# design 1

$ cat src/rtl/wave_gen.sv
// -----------------------------------------------------------------------------
// wave_gen
//   A sine/cosine generator. Each rising LATCH strobe (a 0->1 change seen
//   across CLK edges) adds PHASE_INC to a 16-bit phase accumulator. The top
//   eight accumulator bits index a 256-point sine table. The table is built
//   by symmetry from a 65-entry quarter-wave ROM.
//
//   Ports
//     CLK     in   1   system clock, rising edge
//     RST_N   in   1   asynchronous active-low reset
//     LATCH   in   1   sample strobe, edge-detected inside the block
//     DATA_L  out 16   signed sine sample, S(PH[15:8])
//     DATA_R  out 16   signed cosine sample, S(PH[15:8] + 64)
//
//   Timing: an edge sees LATCH=1 and updates PH. The next edge registers the
//   table lookup of the new PH onto DATA_L and DATA_R.
// -----------------------------------------------------------------------------
module wave_gen #(
   parameter logic [15:0] PHASE_INC = 16'd256
) (
   input  logic        CLK,
   input  logic        RST_N,
   input  logic        LATCH,
   output logic [15:0] DATA_L,
   output logic [15:0] DATA_R
);

   logic [15:0] ph;
   logic        latch_d;
   logic        latch_evt;
   logic [7:0]  idx_l;
   logic [7:0]  idx_r;
   logic [15:0] sine_l;
   logic [15:0] sine_r;

   // Quarter-wave ROM: round(32767*sin(2*pi*k/256)), k = 0..64
   function automatic logic [15:0] quarter(input logic [6:0] k);
      logic [15:0] v;
      v = '0;
      case (k)
         7'd0:  v = 16'd0;     7'd1:  v = 16'd804;   7'd2:  v = 16'd1608;
         7'd3:  v = 16'd2410;  7'd4:  v = 16'd3212;  7'd5:  v = 16'd4011;
         7'd6:  v = 16'd4808;  7'd7:  v = 16'd5602;  7'd8:  v = 16'd6393;
         7'd9:  v = 16'd7179;  7'd10: v = 16'd7962;  7'd11: v = 16'd8739;
         7'd12: v = 16'd9512;  7'd13: v = 16'd10278; 7'd14: v = 16'd11039;
         7'd15: v = 16'd11793; 7'd16: v = 16'd12539; 7'd17: v = 16'd13279;
         7'd18: v = 16'd14010; 7'd19: v = 16'd14732; 7'd20: v = 16'd15446;
         7'd21: v = 16'd16151; 7'd22: v = 16'd16846; 7'd23: v = 16'd17530;
         7'd24: v = 16'd18204; 7'd25: v = 16'd18868; 7'd26: v = 16'd19519;
         7'd27: v = 16'd20159; 7'd28: v = 16'd20787; 7'd29: v = 16'd21403;
         7'd30: v = 16'd22005; 7'd31: v = 16'd22594; 7'd32: v = 16'd23170;
         7'd33: v = 16'd23731; 7'd34: v = 16'd24279; 7'd35: v = 16'd24811;
         7'd36: v = 16'd25329; 7'd37: v = 16'd25832; 7'd38: v = 16'd26319;
         7'd39: v = 16'd26790; 7'd40: v = 16'd27245; 7'd41: v = 16'd27683;
         7'd42: v = 16'd28105; 7'd43: v = 16'd28510; 7'd44: v = 16'd28898;
         7'd45: v = 16'd29268; 7'd46: v = 16'd29621; 7'd47: v = 16'd29956;
         7'd48: v = 16'd30273; 7'd49: v = 16'd30571; 7'd50: v = 16'd30852;
         7'd51: v = 16'd31113; 7'd52: v = 16'd31356; 7'd53: v = 16'd31580;
         7'd54: v = 16'd31785; 7'd55: v = 16'd31971; 7'd56: v = 16'd32137;
         7'd57: v = 16'd32285; 7'd58: v = 16'd32412; 7'd59: v = 16'd32521;
         7'd60: v = 16'd32609; 7'd61: v = 16'd32678; 7'd62: v = 16'd32728;
         7'd63: v = 16'd32757; 7'd64: v = 16'd32767;
         default: v = '0;
      endcase
      return v;
   endfunction

   // Full-wave sine by symmetry. Bit 7 selects the negative half. The lower
   // seven bits fold 65..127 back onto 63..1.
   function automatic logic [15:0] sine(input logic [7:0] i);
      logic [6:0]  low;
      logic [6:0]  k;
      logic [7:0]  mirror;
      logic [15:0] mag;
      low    = i[6:0];
      mirror = 8'd128 - {1'b0, low};
      k      = (low <= 7'd64) ? low : mirror[6:0];
      mag    = quarter(k);
      // mag never exceeds 32767, so the negation bottoms out at 16'h8001
      return i[7] ? (~mag + 16'd1) : mag;
   endfunction

   assign latch_evt = LATCH & ~latch_d;
   assign idx_l     = ph[15:8];
   assign idx_r     = ph[15:8] + 8'd64;

   always_comb begin
      sine_l = sine(idx_l);
      sine_r = sine(idx_r);
   end

   always_ff @(posedge CLK or negedge RST_N) begin
      if (!RST_N) begin
         latch_d <= 1'b0;
         ph      <= '0;
      end else begin
         latch_d <= LATCH;
         if (latch_evt)
            ph <= ph + PHASE_INC;
      end
   end

   // Outputs are re-registered every edge. When PH has not moved they reload
   // the same value, which leaves them holding.
   always_ff @(posedge CLK or negedge RST_N) begin
      if (!RST_N) begin
         DATA_L <= 16'h0000;
         DATA_R <= 16'h7FFF;
      end else begin
         DATA_L <= sine_l;
         DATA_R <= sine_r;
      end
   end

endmodule

$ cat config.mk
export PLATFORM = sky130hd
export DESIGN_NAME = wave_gen
export DESIGN_NICKNAME = d
export VERILOG_FILES = /design/src/rtl/wave_gen.sv
export SDC_FILE = /design/constraint.sdc
export NUM_CORES = 1
export LEC_CHECK = 0
export ABC_AREA = 1
export CAP_MARGIN = 20
export CORE_MARGIN = 2
export CORE_UTILIZATION = 54
export DETAILED_ROUTE_END_ITERATION = 10
export GPL_TIMING_DRIVEN = 0
export PLACE_DENSITY = 0.74
export SKIP_CTS_REPAIR_TIMING = 1
export SLEW_MARGIN = 20
export SYNTH_ARGS = -nofsm -noshare
export SYNTH_HDL_FRONTEND = slang
export SYNTH_SLANG_ARGS = --single-unit
$ cat constraint.sdc
create_clock -name CLK -period 5.6 [get_ports CLK]
set_input_delay 0.84 -clock CLK [delete_from_list [all_inputs] [get_ports CLK]]
set_output_delay 0.84 -clock CLK [all_outputs]
set_load 0.03 [all_outputs]
# design 2

### config.mk
export PLATFORM = sky130hd
export DESIGN_NAME = gpio_bank
export DESIGN_NICKNAME = d
export VERILOG_FILES = /design/src/rtl/gpio_bank_pkg.sv /design/src/rtl/gpio_bank_cond.sv /design/src/rtl/gpio_bank.sv
export SDC_FILE = /design/constraint.sdc
export NUM_CORES = 1
export LEC_CHECK = 0
export ABC_CLOCK_PERIOD_IN_PS = 1140
export CAP_MARGIN = 10
export CORE_MARGIN = 1
export CORE_UTILIZATION = 30
export DETAILED_ROUTE_END_ITERATION = 10
export GPL_TIMING_DRIVEN = 0
export PLACE_DENSITY = 0.48
export SYNTH_ARGS = -nofsm -noshare
export SYNTH_HDL_FRONTEND = slang
export SYNTH_SLANG_ARGS = --single-unit
### constraint.sdc
create_clock -name sys_clk -period 1.14 [get_ports sys_clk]
set_input_delay 0.114 -clock sys_clk [delete_from_list [all_inputs] [get_ports sys_clk]]
set_output_delay 0.114 -clock sys_clk [all_outputs]
set_load 0.03 [all_outputs]
### src/rtl/gpio_bank_pkg.sv
// rtl/gpio_bank_pkg.sv - register map constants shared by the GPIO bank
package gpio_bank_pkg;

    localparam logic [2:0] ADDR_DATA_OUT   = 3'd0;
    localparam logic [2:0] ADDR_DIR        = 3'd1;
    localparam logic [2:0] ADDR_DATA_IN    = 3'd2;
    localparam logic [2:0] ADDR_RISE_EN    = 3'd3;
    localparam logic [2:0] ADDR_FALL_EN    = 3'd4;
    localparam logic [2:0] ADDR_IRQ_STATUS = 3'd5;
    localparam logic [2:0] ADDR_OUT_TOGGLE = 3'd6;

    // Width of the per-bit debounce counter (covers DEBOUNCE_CYCLES up to 65535)
    localparam int unsigned DBC_W = 16;

endpackage

### src/rtl/gpio_bank_cond.sv
// rtl/gpio_bank_cond.sv - per-pin synchroniser and optional debouncer (GPIO_BANK_DEBOUNCE_EN)
module gpio_bank_cond
    import gpio_bank_pkg::*;
#(
    parameter int unsigned DEBOUNCE_CYCLES = 16
) (
    input  logic sys_clk,
    input  logic reset_n,
    input  logic i_pad,
    input  logic i_load,
    output logic o_cond
);

    logic r_sync1;
    logic r_sync2;

    // Two-flop synchroniser for the asynchronous pad input
    always_ff @(posedge sys_clk or negedge reset_n) begin
        if (!reset_n) begin
            r_sync1 <= 1'b0;
            r_sync2 <= 1'b0;
        end else begin
            r_sync1 <= i_pad;
            r_sync2 <= r_sync1;
        end
    end

`ifdef GPIO_BANK_DEBOUNCE_EN
    localparam logic [DBC_W-1:0] LP_CNT_MAX = DBC_W'(DEBOUNCE_CYCLES - 1);

    logic             r_cond;
    logic [DBC_W-1:0] r_cnt;

    // i_load primes the filter with the first real sample so reset does not look like a change;
    // afterwards the output only moves once the input has differed for DEBOUNCE_CYCLES cycles
    always_ff @(posedge sys_clk or negedge reset_n) begin
        if (!reset_n) begin
            r_cond <= 1'b0;
            r_cnt  <= '0;
        end else if (i_load) begin
            r_cond <= r_sync2;
            r_cnt  <= '0;
        end else if (r_sync2 == r_cond) begin
            r_cnt  <= '0;
        end else if (r_cnt == LP_CNT_MAX) begin
            r_cond <= r_sync2;
            r_cnt  <= '0;
        end else begin
            r_cnt  <= r_cnt + 1'b1;
        end
    end

    assign o_cond = r_cond;
`else
    logic [DBC_W:0] w_unused;
    assign w_unused = {i_load, DBC_W'(DEBOUNCE_CYCLES)};
    assign o_cond   = r_sync2;
`endif

endmodule

### src/rtl/gpio_bank.sv
// rtl/gpio_bank.sv - GPIO bank with register port, edge interrupts and optional debounce (GPIO_BANK_DEBOUNCE_EN)
module gpio_bank
    import gpio_bank_pkg::*;
#(
    parameter int unsigned WIDTH           = 8,
    parameter int unsigned DEBOUNCE_CYCLES = 16
) (
    input  logic             sys_clk,
    input  logic             reset_n,
    input  logic             reg_valid,
    input  logic             reg_write,
    input  logic [2:0]       reg_addr,
    input  logic [WIDTH-1:0] reg_wdata,
    output logic [WIDTH-1:0] reg_rdata,
    output logic             reg_ready,
    input  logic [WIDTH-1:0] gpio_in,
    output logic [WIDTH-1:0] gpio_out,
    output logic [WIDTH-1:0] gpio_oe,
    output logic             irq
);

    logic [WIDTH-1:0] r_data_out;
    logic [WIDTH-1:0] r_dir;
    logic [WIDTH-1:0] r_rise_en;
    logic [WIDTH-1:0] r_fall_en;
    logic [WIDTH-1:0] r_status;
    logic [WIDTH-1:0] r_prev;
    logic [WIDTH-1:0] r_rdata;
    logic             r_ready;
    logic             r_irq;
    logic [3:0]       r_arm;

    logic [WIDTH-1:0] w_cond;
    logic [WIDTH-1:0] w_rise;
    logic [WIDTH-1:0] w_fall;
    logic [WIDTH-1:0] w_set;
    logic [WIDTH-1:0] w_clr;
    logic [WIDTH-1:0] w_status_nxt;
    logic [WIDTH-1:0] w_rd_val;
    logic             w_wr;
    logic             w_rd;
    logic             w_load;
    logic             w_armed;

    for (genvar g = 0; g < WIDTH; g++) begin : g_cond
        gpio_bank_cond #(
            .DEBOUNCE_CYCLES (DEBOUNCE_CYCLES)
        ) u_cond (
            .sys_clk (sys_clk),
            .reset_n (reset_n),
            .i_pad   (gpio_in[g]),
            .i_load  (w_load),
            .o_cond  (w_cond[g])
        );
    end

    assign w_wr = reg_valid & reg_write;
    assign w_rd = reg_valid & ~reg_write;

    // Synchroniser holds its first real sample after 2 edges; the debouncer is primed on the
    // third and the edge history on the fourth, so detection is armed only after that
    assign w_load  = r_arm[1] & ~r_arm[2];
    assign w_armed = r_arm[3];

    assign w_rise       = w_armed ? (w_cond & ~r_prev) : '0;
    assign w_fall       = w_armed ? (~w_cond & r_prev) : '0;
    assign w_set        = (w_rise & r_rise_en) | (w_fall & r_fall_en);
    assign w_clr        = (w_wr && reg_addr == ADDR_IRQ_STATUS) ? reg_wdata : '0;
    assign w_status_nxt = (r_status & ~w_clr) | w_set;

    // Read data selection
    always_comb begin
        w_rd_val = '0;
        case (reg_addr)
            ADDR_DATA_OUT:   w_rd_val = r_data_out;
            ADDR_DIR:        w_rd_val = r_dir;
            ADDR_DATA_IN:    w_rd_val = w_cond;
            ADDR_RISE_EN:    w_rd_val = r_rise_en;
            ADDR_FALL_EN:    w_rd_val = r_fall_en;
            ADDR_IRQ_STATUS: w_rd_val = r_status;
            default:         w_rd_val = '0;
        endcase
    end

    // Writable control registers; DATA_IN and the reserved slot drop writes
    always_ff @(posedge sys_clk or negedge reset_n) begin
        if (!reset_n) begin
            r_data_out <= '0;
            r_dir      <= '0;
            r_rise_en  <= '0;
            r_fall_en  <= '0;
        end else if (w_wr) begin
            case (reg_addr)
                ADDR_DATA_OUT:   r_data_out <= reg_wdata;
                ADDR_DIR:        r_dir      <= reg_wdata;
                ADDR_RISE_EN:    r_rise_en  <= reg_wdata;
                ADDR_FALL_EN:    r_fall_en  <= reg_wdata;
                ADDR_OUT_TOGGLE: r_data_out <= r_data_out ^ reg_wdata;
                default: ;
            endcase
        end
    end

    // Edge history, interrupt status (set beats W1C) and registered irq
    always_ff @(posedge sys_clk or negedge reset_n) begin
        if (!reset_n) begin
            r_arm    <= '0;
            r_prev   <= '0;
            r_status <= '0;
            r_irq    <= 1'b0;
        end else begin
            r_arm    <= {r_arm[2:0], 1'b1};
            r_prev   <= w_cond;
            r_status <= w_status_nxt;
            r_irq    <= |w_status_nxt;
        end
    end

    // One-cycle access completion with read data, zero otherwise
    always_ff @(posedge sys_clk or negedge reset_n) begin
        if (!reset_n) begin
            r_ready <= 1'b0;
            r_rdata <= '0;
        end else begin
            r_ready <= reg_valid;
            r_rdata <= w_rd ? w_rd_val : '0;
        end
    end

    assign reg_ready = r_ready;
    assign reg_rdata = r_rdata;
    assign gpio_out  = r_data_out;
    assign gpio_oe   = r_dir;
    assign irq       = r_irq;

endmodule


==> notes/layouts.md <==
Pictures saved along the way, in no particular order.

Zoomed window.
shot_01.png
Bar = 20 um. Region (28, 50) to (78, 100) um. Cells in grey, sequential cells in the stronger grey; small squares are vias.
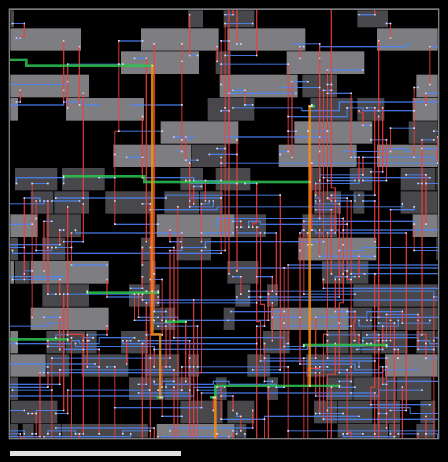
shot_02.png
Bar = 20 um. Region (26, 47) to (76, 97) um. Cells in grey, sequential cells in the stronger grey; small squares are vias.
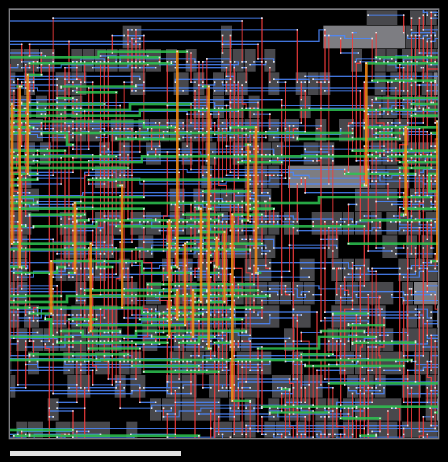
For design 2, see shot_01.png.
For design 1, see shot_02.png.

Key to shot_01.png:
[red] met2
[orange] met4
[blue] met1
[green] met3
cells with their middle in the window: 104
most frequent: dfrtp_1 (20), nand2_1 (7), mux2_2 (7)
sequential cells in the window: 21
netlist names of flops here include: g_cond.u_cond.r_sync1 (3), r_fall_en (3), r_rise_en (3)

==> design_2/final_clocks.png <==
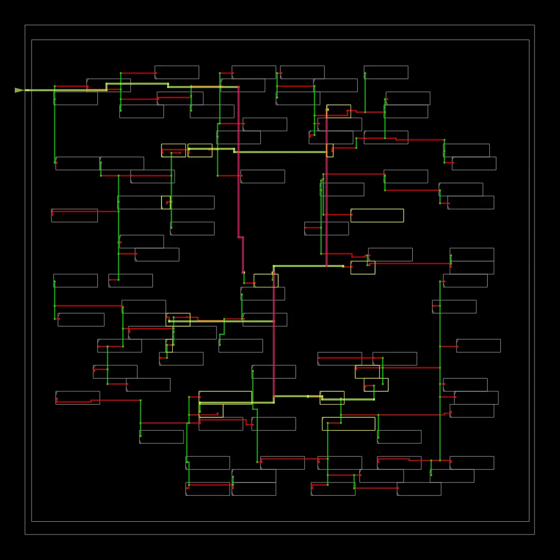
flop count: 78
Clock Sink Count: 78
clock skew: 0.00660 ns

==> design_2/pins.png <==
Bar = 20 um. Pins as bars across the die edge, other pins in grey.
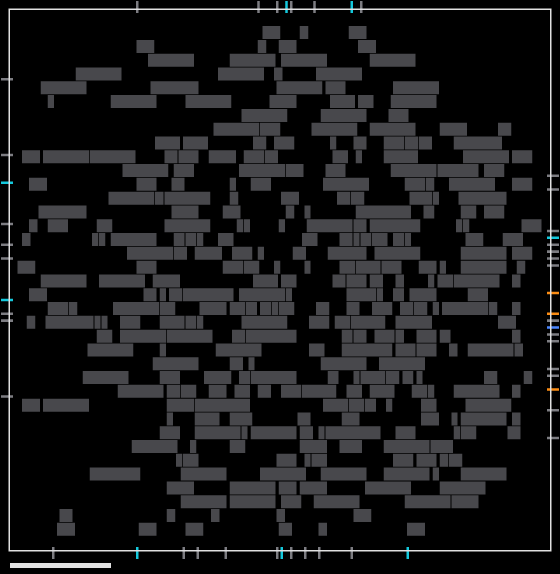
[cyan] reg_wdata | pins: 8 | direction: input | edge: 3 south, 2 north, 2 west, 1 east
[blue] reg_valid | pins: 1 | direction: input | edge: east
[orange] reg_addr | pins: 3 | direction: input | edge: east
all pins by edge: 19 east, 12 south, 10 west, 8 north
Die Ht: 106 um
die x size: 106 um
number of I/O port buffers: 48

==> results.txt, design 2 <==
The layout was made with Yosys and OpenROAD.

The number of endpoints failing setup at the final stage is 6. The worst setup margin is -0.197 ns.

No sink is reached through more buffers than the 2 on the longest clock path. The final design was reported to hold multi-input combinational gates totalling 156. The maximum number of pins on one net before global-route repair is 50. The capture point of the worst reg-to-reg path is irq$_DFF_PN0_.

The summed negative setup slack over all endpoints is -0.435 ns. The flow ran to the end, but the final reports show violations. The count of pins on the block boundary is 49. The source-to-sink clock delay at the later pin of the worst-skew pair is 0.35 ns. The capture endpoint of the worst hold path is g_cond[0].u_cond.r_sync1$_DFF_PN0_. The checks that failed: negative setup slack. The launch point of the worst min-delay path is recorded as gpio_in[0].

The signed area change from the synthesized netlist to the final layout is 37.8%.
-- design 2: repair_timing --
item,in CTS,in global routing
hold buffers,1,1
endpoints found under the setup margin,75,43
buffers inserted,12,3
gates cloned,1,0
resized,164,45
hold endpoints to repair,29,1
pin swaps,12,7
-- design 2: critical path: stages --
cell and delay (ns):
clkdlybuf4s15_2 0.22, buf_12 0.15, and3_4 0.18, buf_6 0.15
a31oi_1 0.15, a2111oi_4 0.39, nand4_1 0.17
-- design 2: stage by stage --
step | hold slack, ns | utilization [%] | area (um2)
final | 0.193 | 43.1 | 4510
after global routing | 0.187 | 43.1 | 4510
after CTS | 0.0791 | 42.5 | 4440
after detailed placement | 0.0786 | 38.3 | 4010
after global placement | 0.332 | 38.1 | 3990
after floorplan | -0.182 | - | 3340
-- design 2: layer usage --
| layer | global-route usage (%) | vias up | share of wire (%) |
|---|---|---|---|
| li1 | - | 1065 | - |
| met5 | 0 | - | 0 |
| met3 | 4.11 | 8 | 5.5 |
| met1 | 23.5 | 1142 | 49 |
| met4 | 4.60 | 0 | 1.2 |
| met2 | 23.5 | 57 | 44 |
==> design_1/registers.png <==
Bar = 20 um.
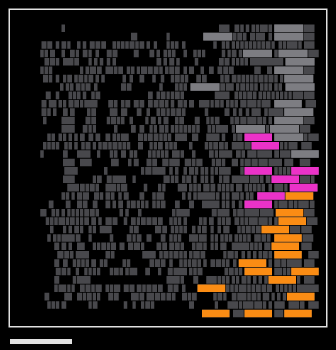
[magenta] ph | placed flops: 8 | where: east
[orange] DATA_L | placed flops: 16 | where: south-east
not coloured: 17

==> design_1/pins.png <==
Bar = 20 um. Pins as bars across the die edge, other pins in grey.
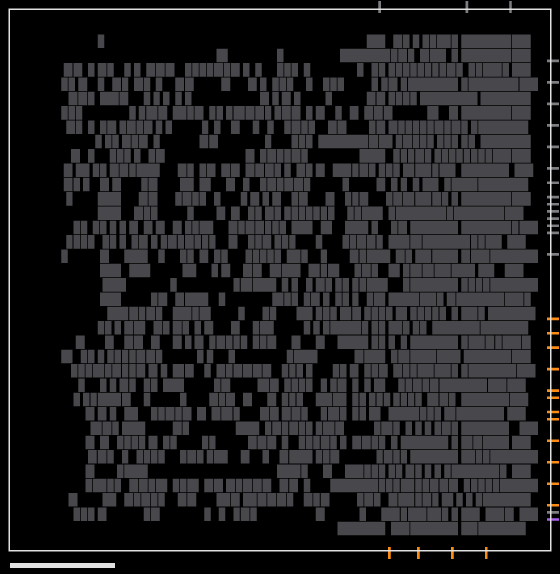
[orange] DATA_L | pins: 16 | direction: output | edge: 12 east, 4 south
[purple] CLK | pins: 1 | direction: input | edge: east
all pins by edge: 28 east, 4 south, 3 north

==> results.txt, design 1 <==
The layout was made with Yosys and OpenROAD.

The flow ran to the end, but the final reports show violations. The checks that failed: design-rule violations. The number of endpoints with negative hold slack in the final report is 0. Of all flip-flops after synthesis, the portion carrying an async set or reset was 100%. The floorplan-stage core utilization is 56.2%.

The number of inserted diodes is 0. The slew of the pin with the lowest slew margin is 0.756 ns. The post-route non-filler standard cell count is 1095.

After floorplanning, the core was sized to cover 9330 um2. The post-route DRC violation count is 1. The multi-input gate count is 750. The number of antenna violations at the first check in global routing is 0. Per the finish-stage timing summary, setup violations number 0.

The critical path launch point is ph[8]$_DFFE_PN0P_. The highest clock rate this design can be run at is 218 MHz. Before antenna repair, the detailed router went through 9 iterations. The final layout report lists a non-clock buffer count of 73. The number of sinks driven by the clock tree is 41.

The routed layout has 6685 vias. The clock tree from TritonCTS is built. After filler insertion, the fill cell instance count of the layout stands at 827. The final critical delay including setup and external delays is 4.60 ns.
-- design 1: cell families after synthesis --
kind of cell / count (synthesis) / share of synthesized area [%]
AND/OR/NAND/NOR: 639 / 52.9
adder cells (fa/ha/maj): 18 / 4.30
AND-OR/OR-AND: 77 / 8.74
XOR/XNOR: 16 / 2.68
buffers and inverters: 132 / 11.4
flip-flops: 41 / 19.9
-- design 1: layout by cell type (no fill, tap or decap), drive strengths merged --
cell | synthesis | routed
o211ai | 4 | 4
nand3b | 5 | 5
or2 | 1 | 1
nand4 | 12 | 12
and3 | 1 | 1
o21bai | 2 | 2
dfrtp | 26 | 26
clkinv | 2 | 3
o21ai | 46 | 46
a21boi | 1 | 1
nor3 | 2 | 2
a21oi | 22 | 22
nor2 | 97 | 97
bufinv | 0 | 1
nand2 | 357 | 357
a31oi | 2 | 2
nand3 | 164 | 164
ha | 18 | 18
inv | 92 | 92
clkdlybuf4s50 | 0 | 33
dfstp | 15 | 15
clkbuf | 4 | 10
xnor2 | 3 | 3
buf | 34 | 36
xor2 | 13 | 13

# design 3

==> design_3/registers.png <==
Bar = 50 um.
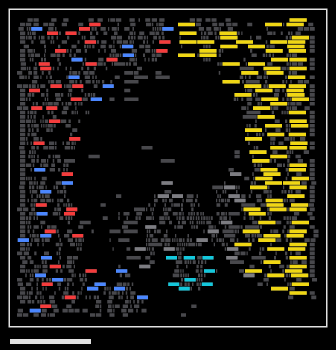

### config.mk
export PLATFORM = sky130hd
export DESIGN_NAME = mem_channel_arbiter
export DESIGN_NICKNAME = d
export VERILOG_FILES = /design/src/rtl/mem_channel_arbiter.sv
export SDC_FILE = /design/constraint.sdc
export NUM_CORES = 1
export LEC_CHECK = 0
export ABC_AREA = 1
export ABC_CLOCK_PERIOD_IN_PS = 3250
export CAP_MARGIN = 20
export CORE_MARGIN = 4
export CORE_UTILIZATION = 25
export CTS_CLUSTER_SIZE = 16
export DETAILED_ROUTE_END_ITERATION = 8
export PLACE_DENSITY = 0.57
export SETUP_SLACK_MARGIN = 0.1
export SLEW_MARGIN = 15
export SYNTH_ARGS = -nofsm -noshare
export SYNTH_HDL_FRONTEND = slang
export SYNTH_SLANG_ARGS = --single-unit
### constraint.sdc
create_clock -name clock -period 3.25 [get_ports clock]
set_input_delay 0.65 -clock clock [delete_from_list [all_inputs] [get_ports clock]]
set_output_delay 0.65 -clock clock [all_outputs]
set_load 0.03 [all_outputs]
### src/rtl/mem_channel_arbiter.sv
`default_nettype none
// ============================================================================
// Module   : mem_channel_arbiter
// Desc     : Round-robin N-channel arbiter onto one active-low strobed memory
//            port, with per-channel bypass, registered responses and timeout.
// Revision : 1.0 - initial release
// ============================================================================
module mem_channel_arbiter #(
    parameter int CHANNELS   = 3,
    parameter int ADDR_WIDTH = 25,
    parameter int DATA_WIDTH = 32,
    parameter int TIMEOUT    = 255
) (
    input  logic                           clock,
    input  logic                           reset,
    input  logic [CHANNELS*ADDR_WIDTH-1:0] ch_addr,
    input  logic [CHANNELS-1:0]            ch_enable,
    input  logic [CHANNELS-1:0]            ch_write,
    input  logic [CHANNELS*DATA_WIDTH-1:0] ch_wdata,
    input  logic [CHANNELS-1:0]            ch_gate,
    output logic [CHANNELS*DATA_WIDTH-1:0] ch_rdata,
    output logic [CHANNELS-1:0]            ch_valid,
    output logic [CHANNELS-1:0]            ch_error,
    output logic [ADDR_WIDTH-1:0]          mem_address,
    output logic                           mem_read_n,
    output logic                           mem_write_n,
    output logic [DATA_WIDTH-1:0]          mem_write_data,
    input  logic [DATA_WIDTH-1:0]          mem_read_data,
    input  logic                           mem_done_n,
    output logic                           busy
);
    localparam int c_PTR_W = (CHANNELS > 1) ? $clog2(CHANNELS) : 1;
    localparam int c_CNT_W = (TIMEOUT > 1) ? $clog2(TIMEOUT + 1) : 1;
    localparam logic [c_CNT_W-1:0] c_CNT_LAST = (TIMEOUT > 0) ? c_CNT_W'(TIMEOUT - 1) : '0;
    localparam logic [c_PTR_W-1:0] c_PTR_RST  = c_PTR_W'(CHANNELS - 1);

    typedef enum logic [1:0] {
        ST_IDLE   = 2'd0,
        ST_ACCESS = 2'd1,
        ST_RESP   = 2'd2
    } state_t;

    state_t                r_state;
    state_t                w_state_next;
    logic [c_PTR_W-1:0]    r_ptr;
    logic [c_PTR_W-1:0]    r_grant;
    logic [c_PTR_W-1:0]    w_grant;
    logic [c_PTR_W-1:0]    w_idx;
    logic                  w_found;
    logic [c_CNT_W-1:0]    r_cnt;
    logic                  r_write;
    logic                  w_done;
    logic                  w_timeout;
    logic [CHANNELS-1:0]   w_cand;
    logic [CHANNELS-1:0]   w_byp_fire;
    logic [CHANNELS-1:0]   r_byp_pend;
    logic [CHANNELS-1:0]   w_busy_mask;
    logic [CHANNELS-1:0]   r_ch_valid;
    logic [CHANNELS-1:0]   r_ch_error;
    logic [DATA_WIDTH-1:0] r_ch_rdata [CHANNELS];
    logic [ADDR_WIDTH-1:0] w_addr     [CHANNELS];
    logic [DATA_WIDTH-1:0] w_wdata    [CHANNELS];
    logic [ADDR_WIDTH-1:0] w_sel_addr;
    logic [ADDR_WIDTH-1:0] r_mem_address;
    logic [DATA_WIDTH-1:0] r_mem_wdata;
    logic                  r_read_n;
    logic                  r_write_n;
    logic                  w_unused_addr_lsb;

    generate
        for (genvar gi = 0; gi < CHANNELS; gi++) begin : g_chan
            assign w_addr[gi]  = ch_addr[gi*ADDR_WIDTH +: ADDR_WIDTH];
            assign w_wdata[gi] = ch_wdata[gi*DATA_WIDTH +: DATA_WIDTH];
            assign ch_rdata[gi*DATA_WIDTH +: DATA_WIDTH] = r_ch_rdata[gi];
            // The channel owning the memory port must not also complete via bypass.
            assign w_busy_mask[gi] = (r_state != ST_IDLE) && (r_grant == c_PTR_W'(gi));
        end
    endgenerate

    assign w_cand            = ch_enable & ch_gate;
    assign w_byp_fire        = ch_enable & ~ch_gate & ~r_byp_pend & ~w_busy_mask;
    assign w_sel_addr        = w_addr[w_grant];
    assign w_unused_addr_lsb = ^w_sel_addr[1:0];
    assign w_done            = ~mem_done_n;
    assign w_timeout         = (TIMEOUT != 0) && (r_cnt == c_CNT_LAST);

    // Search upward from the channel after the last grant, wrapping at CHANNELS.
    always_comb begin
        w_found = 1'b0;
        w_grant = r_ptr;
        w_idx   = r_ptr;
        for (int k = 1; k <= CHANNELS; k++) begin
            w_idx = c_PTR_W'((int'(r_ptr) + k) % CHANNELS);
            if (!w_found && w_cand[w_idx]) begin
                w_found = 1'b1;
                w_grant = w_idx;
            end
        end
    end

    always_ff @(posedge clock) begin
        if (reset) begin
            r_state <= ST_IDLE;
        end else begin
            r_state <= w_state_next;
        end
    end

    always_comb begin
        w_state_next = r_state;
        case (r_state)
            ST_IDLE:   if (w_found) w_state_next = ST_ACCESS;
            ST_ACCESS: if (w_done || w_timeout) w_state_next = ST_RESP;
            ST_RESP:   w_state_next = ST_IDLE;
            default:   w_state_next = ST_IDLE;
        endcase
    end

    always_ff @(posedge clock) begin
        if (reset) begin
            r_ptr         <= c_PTR_RST;
            r_grant       <= '0;
            r_cnt         <= '0;
            r_write       <= 1'b0;
            r_byp_pend    <= '0;
            r_ch_valid    <= '0;
            r_ch_error    <= '0;
            r_mem_address <= '0;
            r_mem_wdata   <= '0;
            r_read_n      <= 1'b1;
            r_write_n     <= 1'b1;
            for (int i = 0; i < CHANNELS; i++) begin
                r_ch_rdata[i] <= '0;
            end
        end else begin
            r_byp_pend <= w_byp_fire;
            r_ch_valid <= w_byp_fire;
            r_ch_error <= '0;
            for (int i = 0; i < CHANNELS; i++) begin
                if (w_byp_fire[i]) begin
                    r_ch_rdata[i] <= '0;
                end
            end
            case (r_state)
                ST_IDLE: begin
                    if (w_found) begin
                        r_grant       <= w_grant;
                        r_ptr         <= w_grant;
                        r_write       <= ch_write[w_grant];
                        r_mem_address <= {w_sel_addr[ADDR_WIDTH-1:2], 2'b00};
                        r_mem_wdata   <= w_wdata[w_grant];
                        r_read_n      <= ch_write[w_grant];
                        r_write_n     <= ~ch_write[w_grant];
                        r_cnt         <= '0;
                    end
                end
                ST_ACCESS: begin
                    if (w_done) begin
                        r_read_n            <= 1'b1;
                        r_write_n           <= 1'b1;
                        r_ch_valid[r_grant] <= 1'b1;
                        if (!r_write) begin
                            r_ch_rdata[r_grant] <= mem_read_data;
                        end
                    end else if (w_timeout) begin
                        r_read_n            <= 1'b1;
                        r_write_n           <= 1'b1;
                        r_ch_valid[r_grant] <= 1'b1;
                        r_ch_error[r_grant] <= 1'b1;
                        r_ch_rdata[r_grant] <= '0;
                    end else begin
                        r_cnt <= r_cnt + 1'b1;
                    end
                end
                ST_RESP: begin
                    r_cnt <= '0;
                end
                default: begin
                    r_cnt <= '0;
                end
            endcase
        end
    end

    assign ch_valid       = r_ch_valid;
    assign ch_error       = r_ch_error;
    assign mem_address    = r_mem_address;
    assign mem_write_data = r_mem_wdata;
    assign mem_read_n     = r_read_n;
    assign mem_write_n    = r_write_n;
    assign busy           = (r_state != ST_IDLE);

endmodule
`default_nettype wire

# design 4

===== config.mk =====
export PLATFORM = sky130hd
export DESIGN_NAME = divider_seq
export DESIGN_NICKNAME = d
export VERILOG_FILES = /design/src/rtl/divider_seq.sv
export SDC_FILE = /design/constraint.sdc
export NUM_CORES = 1
export LEC_CHECK = 0
export ABC_AREA = 1
export CORE_UTILIZATION = 40
export DETAILED_ROUTE_END_ITERATION = 7
export PLACE_DENSITY = 0.65
export SYNTH_ARGS = -nofsm -noshare
export SYNTH_HDL_FRONTEND = slang
export SYNTH_SLANG_ARGS = --single-unit
export TNS_END_PERCENT = 100

===== constraint.sdc =====
create_clock -name clk -period 3.3 [get_ports clk]
set_input_delay 0.66 -clock clk [delete_from_list [all_inputs] [get_ports clk]]
set_output_delay 0.66 -clock clk [all_outputs]
set_load 0.005 [all_outputs]

===== src/rtl/divider_seq.sv =====
// ---------------------------------------------------------------------------
// divider_seq -- multi-cycle restoring divider (quotient + remainder)
//
// Resolves one quotient bit per clock. One operation is in flight at a time.
//
// Handshake: start is sampled only while the block is idle (busy=0). When it
// is accepted, A, B and is_signed are captured and later changes on them have
// no effect. busy stays high from acceptance until the controller is back in
// IDLE. A request made while busy=1 is dropped, not queued. done is a
// one-cycle pulse that marks Q/R/div_by_zero as freshly updated. Those
// outputs then hold until the next done. To run operations back to back,
// hold start or raise it again once busy=0.
//
// Optional feature macro: DIVIDER_SEQ_SIGNED_EN
//   defined   : is_signed=1 selects two's-complement operands. The datapath
//               divides magnitudes and applies the sign fix-up while loading
//               the result. The quotient truncates toward zero and the
//               remainder takes the dividend's sign.
//   undefined : is_signed is ignored and no sign logic is built.
//
// Parameters:
//   WIDTH  operand/result width (2..32)
//   CNT_W  iteration counter width (derived)
//
// Ports:
//   clk          in   rising-edge clock
//   rst_n        in   asynchronous active-low reset
//   start        in   operation request, sampled in IDLE only
//   is_signed    in   two's-complement select, sampled with start
//   A            in   dividend, sampled with start
//   B            in   divisor, sampled with start
//   busy         out  operation in progress (CALC or DONE)
//   done         out  one-cycle pulse, results valid
//   Q            out  quotient (registered)
//   R            out  remainder (registered)
//   div_by_zero  out  set with done when B was zero
// ---------------------------------------------------------------------------
module divider_seq #(
   parameter  int WIDTH = 8,
   localparam int CNT_W = $clog2(WIDTH + 1)
) (
   input  logic             clk,
   input  logic             rst_n,
   input  logic             start,
   input  logic             is_signed,
   input  logic [WIDTH-1:0] A,
   input  logic [WIDTH-1:0] B,
   output logic             busy,
   output logic             done,
   output logic [WIDTH-1:0] Q,
   output logic [WIDTH-1:0] R,
   output logic             div_by_zero
);

   typedef enum logic [1:0] {
      S_IDLE = 2'd0,
      S_CALC = 2'd1,
      S_DONE = 2'd2
   } state_t;

   state_t             state_q, state_d;
   logic [CNT_W-1:0]   cnt_q, cnt_d;
   logic [WIDTH:0]     rem_q, rem_d;   // partial remainder, one guard bit
   logic [WIDTH-1:0]   dvd_q, dvd_d;   // dividend shifting out / quotient shifting in
   logic [WIDTH-1:0]   dvs_q, dvs_d;   // latched divisor magnitude
   logic [WIDTH-1:0]   quo_q, quo_d;
   logic [WIDTH-1:0]   res_q, res_d;
   logic               dbz_q, dbz_d;
   logic               done_q, done_d;

   // One restoring step: shift {rem, dividend} left, subtract when it fits.
   logic [WIDTH:0]     shifted;
   logic               fits;
   logic [WIDTH:0]     rem_next;
   logic [WIDTH-1:0]   quo_next;

   // Operand magnitudes and sign-corrected results.
   logic [WIDTH-1:0]   a_mag, b_mag;
   logic [WIDTH-1:0]   q_fix, r_fix;

   assign shifted  = {rem_q[WIDTH-1:0], dvd_q[WIDTH-1]};
   assign fits     = (shifted >= {1'b0, dvs_q});
   assign rem_next = fits ? (shifted - {1'b0, dvs_q}) : shifted;
   assign quo_next = {dvd_q[WIDTH-2:0], fits};

   // The remainder is always below the divisor, so the guard bit of the
   // stored remainder is zero whenever it is shifted.
   logic unused_rem_msb;
   assign unused_rem_msb = rem_q[WIDTH];

`ifdef DIVIDER_SEQ_SIGNED_EN
   logic a_neg, b_neg;
   logic qneg_q, rneg_q;

   assign a_neg = is_signed & A[WIDTH-1];
   assign b_neg = is_signed & B[WIDTH-1];
   // The magnitude of the most-negative value is itself when read as
   // unsigned, so most-negative / -1 wraps back to most-negative on its own.
   assign a_mag = a_neg ? (~A + WIDTH'(1)) : A;
   assign b_mag = b_neg ? (~B + WIDTH'(1)) : B;
   assign q_fix = qneg_q ? (~quo_next + WIDTH'(1)) : quo_next;
   assign r_fix = rneg_q ? (~rem_next[WIDTH-1:0] + WIDTH'(1)) : rem_next[WIDTH-1:0];

   // Signs are captured together with the operands.
   always_ff @(posedge clk or negedge rst_n) begin
      if (!rst_n) begin
         qneg_q <= 1'b0;
         rneg_q <= 1'b0;
      end else if ((state_q == S_IDLE) && start && (B != '0)) begin
         qneg_q <= a_neg ^ b_neg;
         rneg_q <= a_neg;
      end
   end
`else
   logic unused_is_signed;
   assign unused_is_signed = is_signed;
   assign a_mag = A;
   assign b_mag = B;
   assign q_fix = quo_next;
   assign r_fix = rem_next[WIDTH-1:0];
`endif

   // State and datapath registers.
   always_ff @(posedge clk or negedge rst_n) begin
      if (!rst_n) begin
         state_q <= S_IDLE;
         cnt_q   <= '0;
         rem_q   <= '0;
         dvd_q   <= '0;
         dvs_q   <= '0;
         quo_q   <= '0;
         res_q   <= '0;
         dbz_q   <= 1'b0;
         done_q  <= 1'b0;
      end else begin
         state_q <= state_d;
         cnt_q   <= cnt_d;
         rem_q   <= rem_d;
         dvd_q   <= dvd_d;
         dvs_q   <= dvs_d;
         quo_q   <= quo_d;
         res_q   <= res_d;
         dbz_q   <= dbz_d;
         done_q  <= done_d;
      end
   end

   // Next-state and datapath control.
   always_comb begin
      state_d = state_q;
      cnt_d   = cnt_q;
      rem_d   = rem_q;
      dvd_d   = dvd_q;
      dvs_d   = dvs_q;
      quo_d   = quo_q;
      res_d   = res_q;
      dbz_d   = dbz_q;
      // The done pulse is the registered image of the DONE state. Results are
      // already loaded when it rises, and the controller is back in IDLE
      // during the pulse.
      done_d  = (state_q == S_DONE);

      case (state_q)
         S_IDLE: begin
            if (start) begin
               if (B == '0) begin
                  quo_d   = '0;
                  res_d   = A;
                  dbz_d   = 1'b1;
                  state_d = S_DONE;
               end else begin
                  dvd_d   = a_mag;
                  dvs_d   = b_mag;
                  rem_d   = '0;
                  cnt_d   = CNT_W'(WIDTH);
                  state_d = S_CALC;
               end
            end
         end

         S_CALC: begin
            rem_d = rem_next;
            dvd_d = quo_next;
            cnt_d = cnt_q - CNT_W'(1);
            // The last iteration loads the outputs directly from the step
            // logic, so the counter reaches zero on the same edge.
            if (cnt_q == CNT_W'(1)) begin
               quo_d   = q_fix;
               res_d   = r_fix;
               dbz_d   = 1'b0;
               state_d = S_DONE;
            end
         end

         S_DONE: begin
            state_d = S_IDLE;
         end

         default: begin
            state_d = S_IDLE;
         end
      endcase
   end

   assign busy        = (state_q != S_IDLE);
   assign done        = done_q;
   assign Q           = quo_q;
   assign R           = res_q;
   assign div_by_zero = dbz_q;

endmodule



==> screenshots <==
Zoomed window.
Plate I
Bar = 20 um. Region (73, 112) to (123, 162) um. Cells in grey, sequential cells in the stronger grey; small squares are vias.
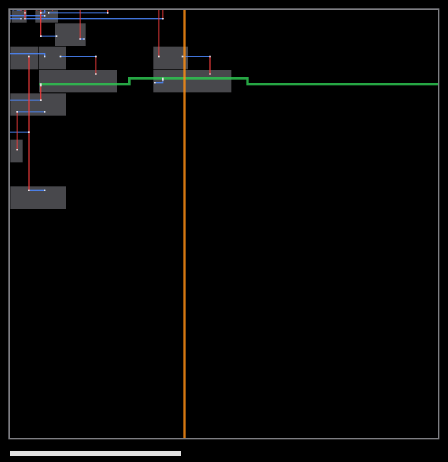
Plate II
Bar = 20 um. Region (16, 32) to (66, 82) um. Cells in grey, sequential cells in the stronger grey; small squares are vias.
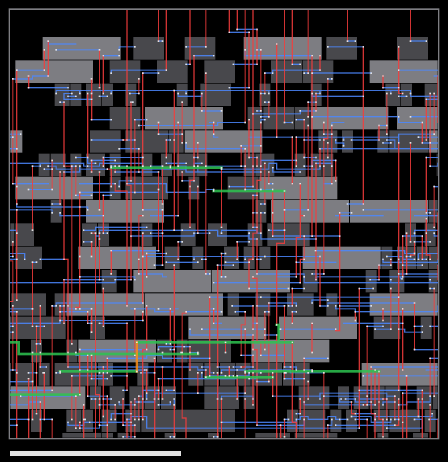
Of these, largest die: Plate I
- design 4 = Plate II
- design 3 = Plate I

Key to Plate I:
[blue] met1
[red] met2
[green] met3
[orange] met4
most frequent: clkbuf_16 (4)
sequential cells in the window: 0
cells with their middle in the window: 10

==> design_3/final_clocks.png <==
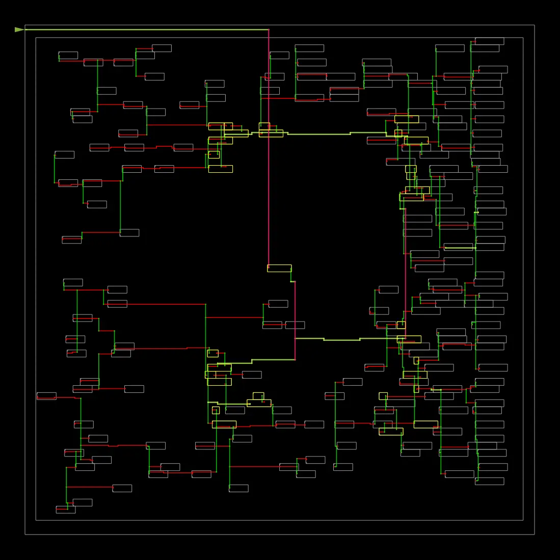
clock network power: 2040 uW
Clock Sink Count: 176
clock buf count: 17

About design_3/registers.png:
[cyan] r_cnt | placed flops: 8 | where: south
[yellow] r_ch_rdata | placed flops: 96 | where: a vertical strip on the right
[red] mem_write_data | placed flops: 32 | where: a vertical strip on the left
[blue] mem_address | placed flops: 23
not coloured: 17
fraction of area in registers: 33.1%
Core Util, Final: 39.2%
power of the sequential group: 3040 uW

==> results.txt, design 3 <==
The layout was made with Yosys and OpenROAD.

The data arrival time of the critical path is 3.04 ns. The routed layout has 8468 vias. The peak clock frequency supported by timing is 369 MHz. The area of the core is 34500 um2. The classification of the worst setup path is flop to flop. The floorplan-stage core utilization is 25.4%.

The tightest hold path in the finished design has a slack of 0.485 ns. The number of flip-flops and latches in the synthesized netlist is 176. The cell type of the slowest stage on the worst timing path is ha_1. The final layout net count is 1633. The area of the mapped netlist is 8770 um2. The post-route non-filler standard cell count is 1880. In this run the post-CTS setup repair buffer count came out at 0. The number of cells on the worst reg-to-reg path is 13. Data on the critical path is required at its endpoint by 3.58 ns. The placement summary gives the final routability congestion estimate as 0.887. The run finished with clean final reports.

The report lists the power per cell area as 929 nW/um2. The total iterations of the first detailed-routing run is 4. The most numerous cell on the critical path is nand2_1. During I/O placement, the number of pins put on the boundary was 377. The number of antenna violations at the first check in global routing was 3. The die boundary height is 195 um. Setup repair after global routing left no endpoint under its margin.
[design 3: routing by layer]
| layer | vias up | track usage (%) | routed length, um |
|---|---|---|---|
| met5 | - | 0 | 41 |
| li1 | 4224 | - | - |
| met1 | 3859 | 19.8 | 13200 |
| met2 | 350 | 25.1 | 14200 |
| met3 | 29 | 6.68 | 3530 |
| met4 | 6 | 4.58 | 548 |
[design 3: layout make-up]
class                   count  area (um2)  share of cell area [%]
multi-input cells         636        3180                    23.5
inverters                 189         709                    5.24
clock buffers              17         425                    3.14
clock inverters            15         144                    1.06
flip-flops and latches    176        4480                    33.1
well taps                 455         569                    4.21
repair buffers            392        4030                    29.7
[design 3: state kept, by name, summed over array words and instances, names as in the netlist]
name and count:
ch_error 3, ch_valid 3, mem_address 23, mem_read_n 1, mem_write_data 32, mem_write_n 1, r_byp_pend 3, r_ch_rdata 96
r_cnt 8, r_grant 1, r_ptr 2, r_state 2, r_write 1
[design 3: power by group]
| group | internal, uW | switching, uW | total, uW |
|---|---|---|---|
| combinational | 2760 | 4740 | 7500 |
| clock | 1020 | 1020 | 2040 |
| sequential | 2830 | 206 | 3040 |
| total | 6610 | 5970 | 12600 |
==> design_4/final_clocks.png <==
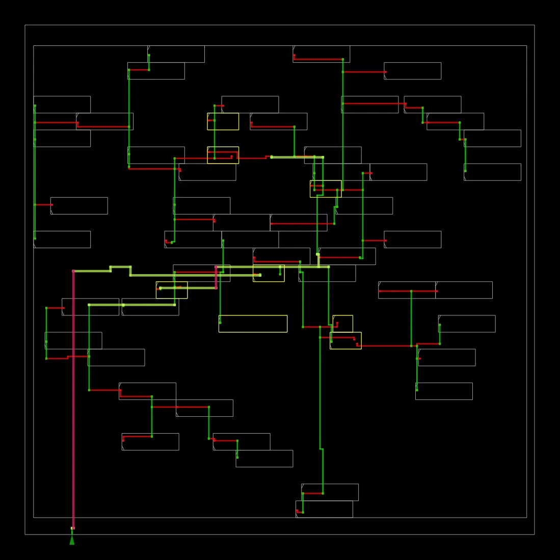
worst skew pair latency: 0.30 ns
clock buf count: 6
flop count: 48
Clock Sink Count: 48
clock skew: 0.00533 ns

==> results.txt, design 4 <==
The layout was made with Yosys and OpenROAD.

The run finished with clean final reports. The setup path with the least slack is of type flop to output port. In the Yosys report the total cell count is 306.

Looking at the clock tree report, the root buffer type is clkbuf_8. The overall fraction of global-route tracks in use is 17.5%. The kind of launch point of the worst setup path is a flop.

STA shows the worst reg2reg path with a cell count of 11. The average footprint of a synthesized cell is 8.41 um2. The clock passes through at most 2 buffers. After detailed routing, the total wire length is 5180 um. The worst slew margin relative to its limit is 28.0%.

The slew of the pin with the lowest slew margin is 1.08 ns. Setup repair after global routing left no endpoint under its margin. The number of enable flip-flop cells is 0. The critical path launch point is state_q[1]$_DFFE_PN0P_.

The number of maximum-capacitance violations is 0. The average wire per cell in the routed design is 12.4 um. Once routing completed, OpenROAD measured the worst setup slack at 1.25 ns.

The sequential cell area share is 38.7%. The report gives the cell count of the worst hold path as 2. By area, the class that comes first in the final layout consists of registers.
[design 4: report_power, final]
group,switching [uW],total (uW),internal (uW)
Clock,204,452,248
Sequential,152,1030,874
Combinational,1250,2080,836
Total,1600,3560,1960
[design 4: worst min-delay path, cell delays in order (launching register included)]
cell and delay (ns):
dfrtp_1 0.36, nand2_1 0.05, nand2_1 0.05
[design 4: cells in the mapped netlist, types with 3 or more instances]
cell	instances	area, um2
inv_1	33	124
a31oi_1	5	31.3
o21ai_0	15	75.1
nor2_1	28	105
nand2_4	4	45.0
inv_2	4	15.0
nor2_2	3	18.8
dfrtp_1	48	1200
a21oi_1	15	75.1
nand3_1	18	90.1
buf_2	3	15.0
a21oi_2	4	35.0
nand3_2	4	40.0
nand2_1	72	270
xor2_1	3	26.3
ha_1	10	125
o21ai_1	11	55.1
[design 4: metal layers]
layer / part of all wire [%] / track usage (%)
met5: 0 / 0
met4: 0.85 / 5.26
met3: 3.6 / 3.30
met2: 49 / 28.7
met1: 47 / 23.4

# design 5

==> design_5/met1.png <==
Bar = 20 um.
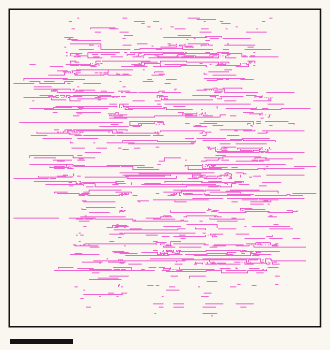
File: src/rtl/pipe_stage_ctrl.sv
// Pipeline-stage controller with a main + skid holding buffer.
// Handshake outputs come straight from registered state, so the two sides have no combinational path between them.
module pipe_stage_ctrl #(
  parameter int                DATA_LEN = 32,
  parameter logic [DATA_LEN-1:0] RST_DATA = '0
) (
  input  logic                clk,
  input  logic                rst_n,
  input  logic                flush,
  input  logic                in_valid,
  output logic                in_ready,
  input  logic [DATA_LEN-1:0] in_data,
  output logic                out_valid,
  input  logic                out_ready,
  output logic [DATA_LEN-1:0] out_data,
  output logic [1:0]          occupancy
);

  typedef enum logic [1:0] {
    EMPTY = 2'd0,
    ONE   = 2'd1,
    TWO   = 2'd2
  } state_t;

  state_t state_q;
  state_t state_d;

  logic [DATA_LEN-1:0] main_data;
  logic [DATA_LEN-1:0] skid_data;

  logic in_fire;
  logic out_fire;
  logic main_load_in;
  logic main_load_skid;
  logic skid_load;

  always_ff @(posedge clk or negedge rst_n) begin
    if (!rst_n) begin
      state_q <= EMPTY;
    end else begin
      state_q <= state_d;
    end
  end

  always_comb begin
    state_d = state_q;
    if (flush) begin
      state_d = EMPTY;
    end else begin
      case (state_q)
        EMPTY:   if (in_fire) state_d = ONE;
        ONE: begin
          if (in_fire && !out_fire)      state_d = TWO;
          else if (!in_fire && out_fire) state_d = EMPTY;
        end
        TWO:     if (out_fire) state_d = ONE;
        default: state_d = EMPTY;
      endcase
    end
  end

  // Handshake outputs depend only on the state register; load strobes also see the live handshake.
  always_comb begin
    out_valid      = 1'b0;
    in_ready       = 1'b1;
    occupancy      = 2'd0;
    main_load_in   = 1'b0;
    main_load_skid = 1'b0;
    skid_load      = 1'b0;
    case (state_q)
      EMPTY: begin
        occupancy = 2'd0;
      end
      ONE: begin
        out_valid = 1'b1;
        occupancy = 2'd1;
      end
      TWO: begin
        out_valid = 1'b1;
        in_ready  = 1'b0;
        occupancy = 2'd2;
      end
      default: begin
        occupancy = 2'd0;
      end
    endcase
    in_fire  = in_valid & in_ready;
    out_fire = out_valid & out_ready;
    case (state_q)
      EMPTY:   main_load_in = in_fire;
      ONE: begin
        main_load_in = in_fire & out_fire;
        skid_load    = in_fire & ~out_fire;
      end
      TWO:     main_load_skid = out_fire;
      default: main_load_in = 1'b0;
    endcase
  end

  always_ff @(posedge clk or negedge rst_n) begin
    if (!rst_n) begin
      main_data <= RST_DATA;
      skid_data <= RST_DATA;
    end else if (flush) begin
      main_data <= RST_DATA;
      skid_data <= RST_DATA;
    end else begin
      if (main_load_in) begin
        main_data <= in_data;
      end else if (main_load_skid) begin
        main_data <= skid_data;
      end
      if (skid_load) begin
        skid_data <= in_data;
      end
    end
  end

  assign out_data = main_data;

endmodule
File: config.mk
export PLATFORM = sky130hd
export DESIGN_NAME = pipe_stage_ctrl
export DESIGN_NICKNAME = d
export VERILOG_FILES = /design/src/rtl/pipe_stage_ctrl.sv
export SDC_FILE = /design/constraint.sdc
export NUM_CORES = 1
export LEC_CHECK = 0
export CELL_PAD_IN_SITES_DETAIL_PLACEMENT = 1
export CELL_PAD_IN_SITES_GLOBAL_PLACEMENT = 2
export CORE_AREA = 2 2 96 98
export DETAILED_ROUTE_END_ITERATION = 8
export DIE_AREA = 0 0 98 100
export PLACE_DENSITY = 0.8
export SETUP_SLACK_MARGIN = 0.4
export SYNTH_ARGS = -nofsm -noshare
export SYNTH_HDL_FRONTEND = slang
export SYNTH_SLANG_ARGS = --single-unit
File: constraint.sdc
create_clock -name clk -period 2.5 [get_ports clk]
set_input_delay 0.25 -clock clk [delete_from_list [all_inputs] [get_ports clk]]
set_output_delay 0.25 -clock clk [all_outputs]
set_load 0.01 [all_outputs]
==> results.txt <==
The layout was made with Yosys and OpenROAD.

The reported leakage power is 0.00165 uW. The worst hold slack is -0.00677 ns. The average via count per standard cell is 5.60.

Cell internal power was estimated by the tool at 2160 uW. The run finished, with violations left. The plain and repair buffers instantiated in the layout total 83. The peak clock frequency supported by timing is 491 MHz.

Endpoints failing hold in the final report were tallied at 1. The met2 wirelength from detailed routing is 3830 um. The worst IR drop on VDD is 0.251 mV. The final reports fail on negative hold slack. The family of cells with the greatest summed delay on the critical path is simple AND/OR/NAND/NOR gates.

The placed wire-length estimate is 4850 um. Looking at the critical path, the highest net fanout was 17. The simple-gate share of the synthesized area is 6.97%.

Of the total synthesized cell area, the portion taken by AND-OR and OR-AND cells is 24.1%. The global routing's busiest layer is met2. The net count after synthesis is 251. The synthesized netlist occupies a cell area of 2750 um2.
About design_5/met1.png:
main direction: horizontal
share of all routed wire: 46%
drt total wl: 8150 um
GRT met1 Usage: 23.6%
total via count in the routed design: 2247

-- sequential cells by signal, indices dropped and copies added, names as in the netlist --
register	count
out_data	32
skid_data	32
state_q	2
-- logic make-up after synthesis --
family | after synthesis
AND-OR/OR-AND | 70
multiplexers | 1
buffers and inverters | 23
AND/OR/NAND/NOR | 44
flip-flops | 66
adder cells (fa/ha/maj) | 5
-- cell usage after synthesis --
| cell type | n |
|---|---|
| inv_1 | 3 |
| o21ai_0 | 1 |
| buf_2 | 6 |
| nor2_1 | 35 |
| nand2b_1 | 1 |
| clkbuf_1 | 4 |
| mux2_1 | 1 |
| nand3_1 | 1 |
| bufbuf_8 | 2 |
| a22o_1 | 32 |
| buf_6 | 4 |
| buf_4 | 2 |
| o22a_1 | 1 |
| and4_1 | 1 |
| nand2_1 | 2 |
| clkbuf_4 | 2 |
| and3_4 | 1 |
| a31oi_1 | 2 |
| a222oi_1 | 32 |
| dfrtp_1 | 66 |
| ha_1 | 5 |
| o32ai_1 | 1 |
| a311oi_4 | 1 |
| and2b_1 | 2 |
| or3_1 | 1 |


==> screenshots <==
The metal 1 layer.
image #1
Bar = 50 um.
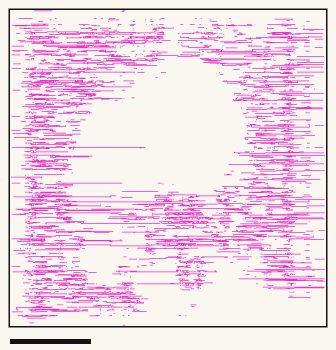
image #2
Bar = 20 um.
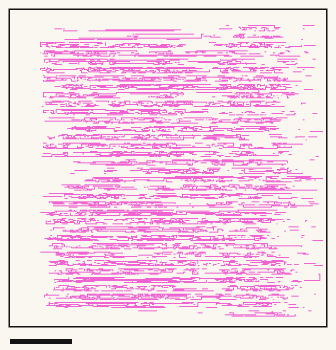
image #3
Bar = 20 um.
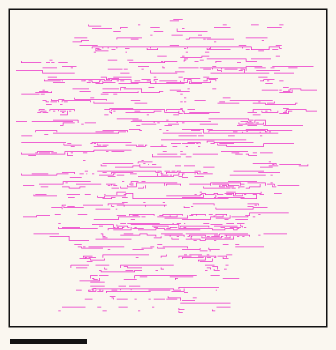
image #4
Bar = 20 um.
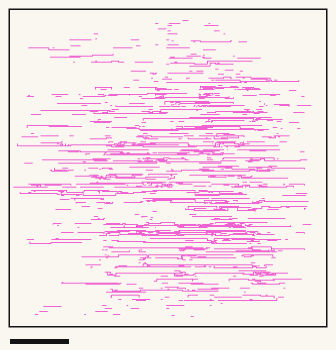
- design 3 = image #1
- design 4 = image #3
- design 1 = image #2
- design 2 = image #4
- largest die: image #1
- smallest die: image #3

No activity file was given, so power comes from the tool's default toggle rates.
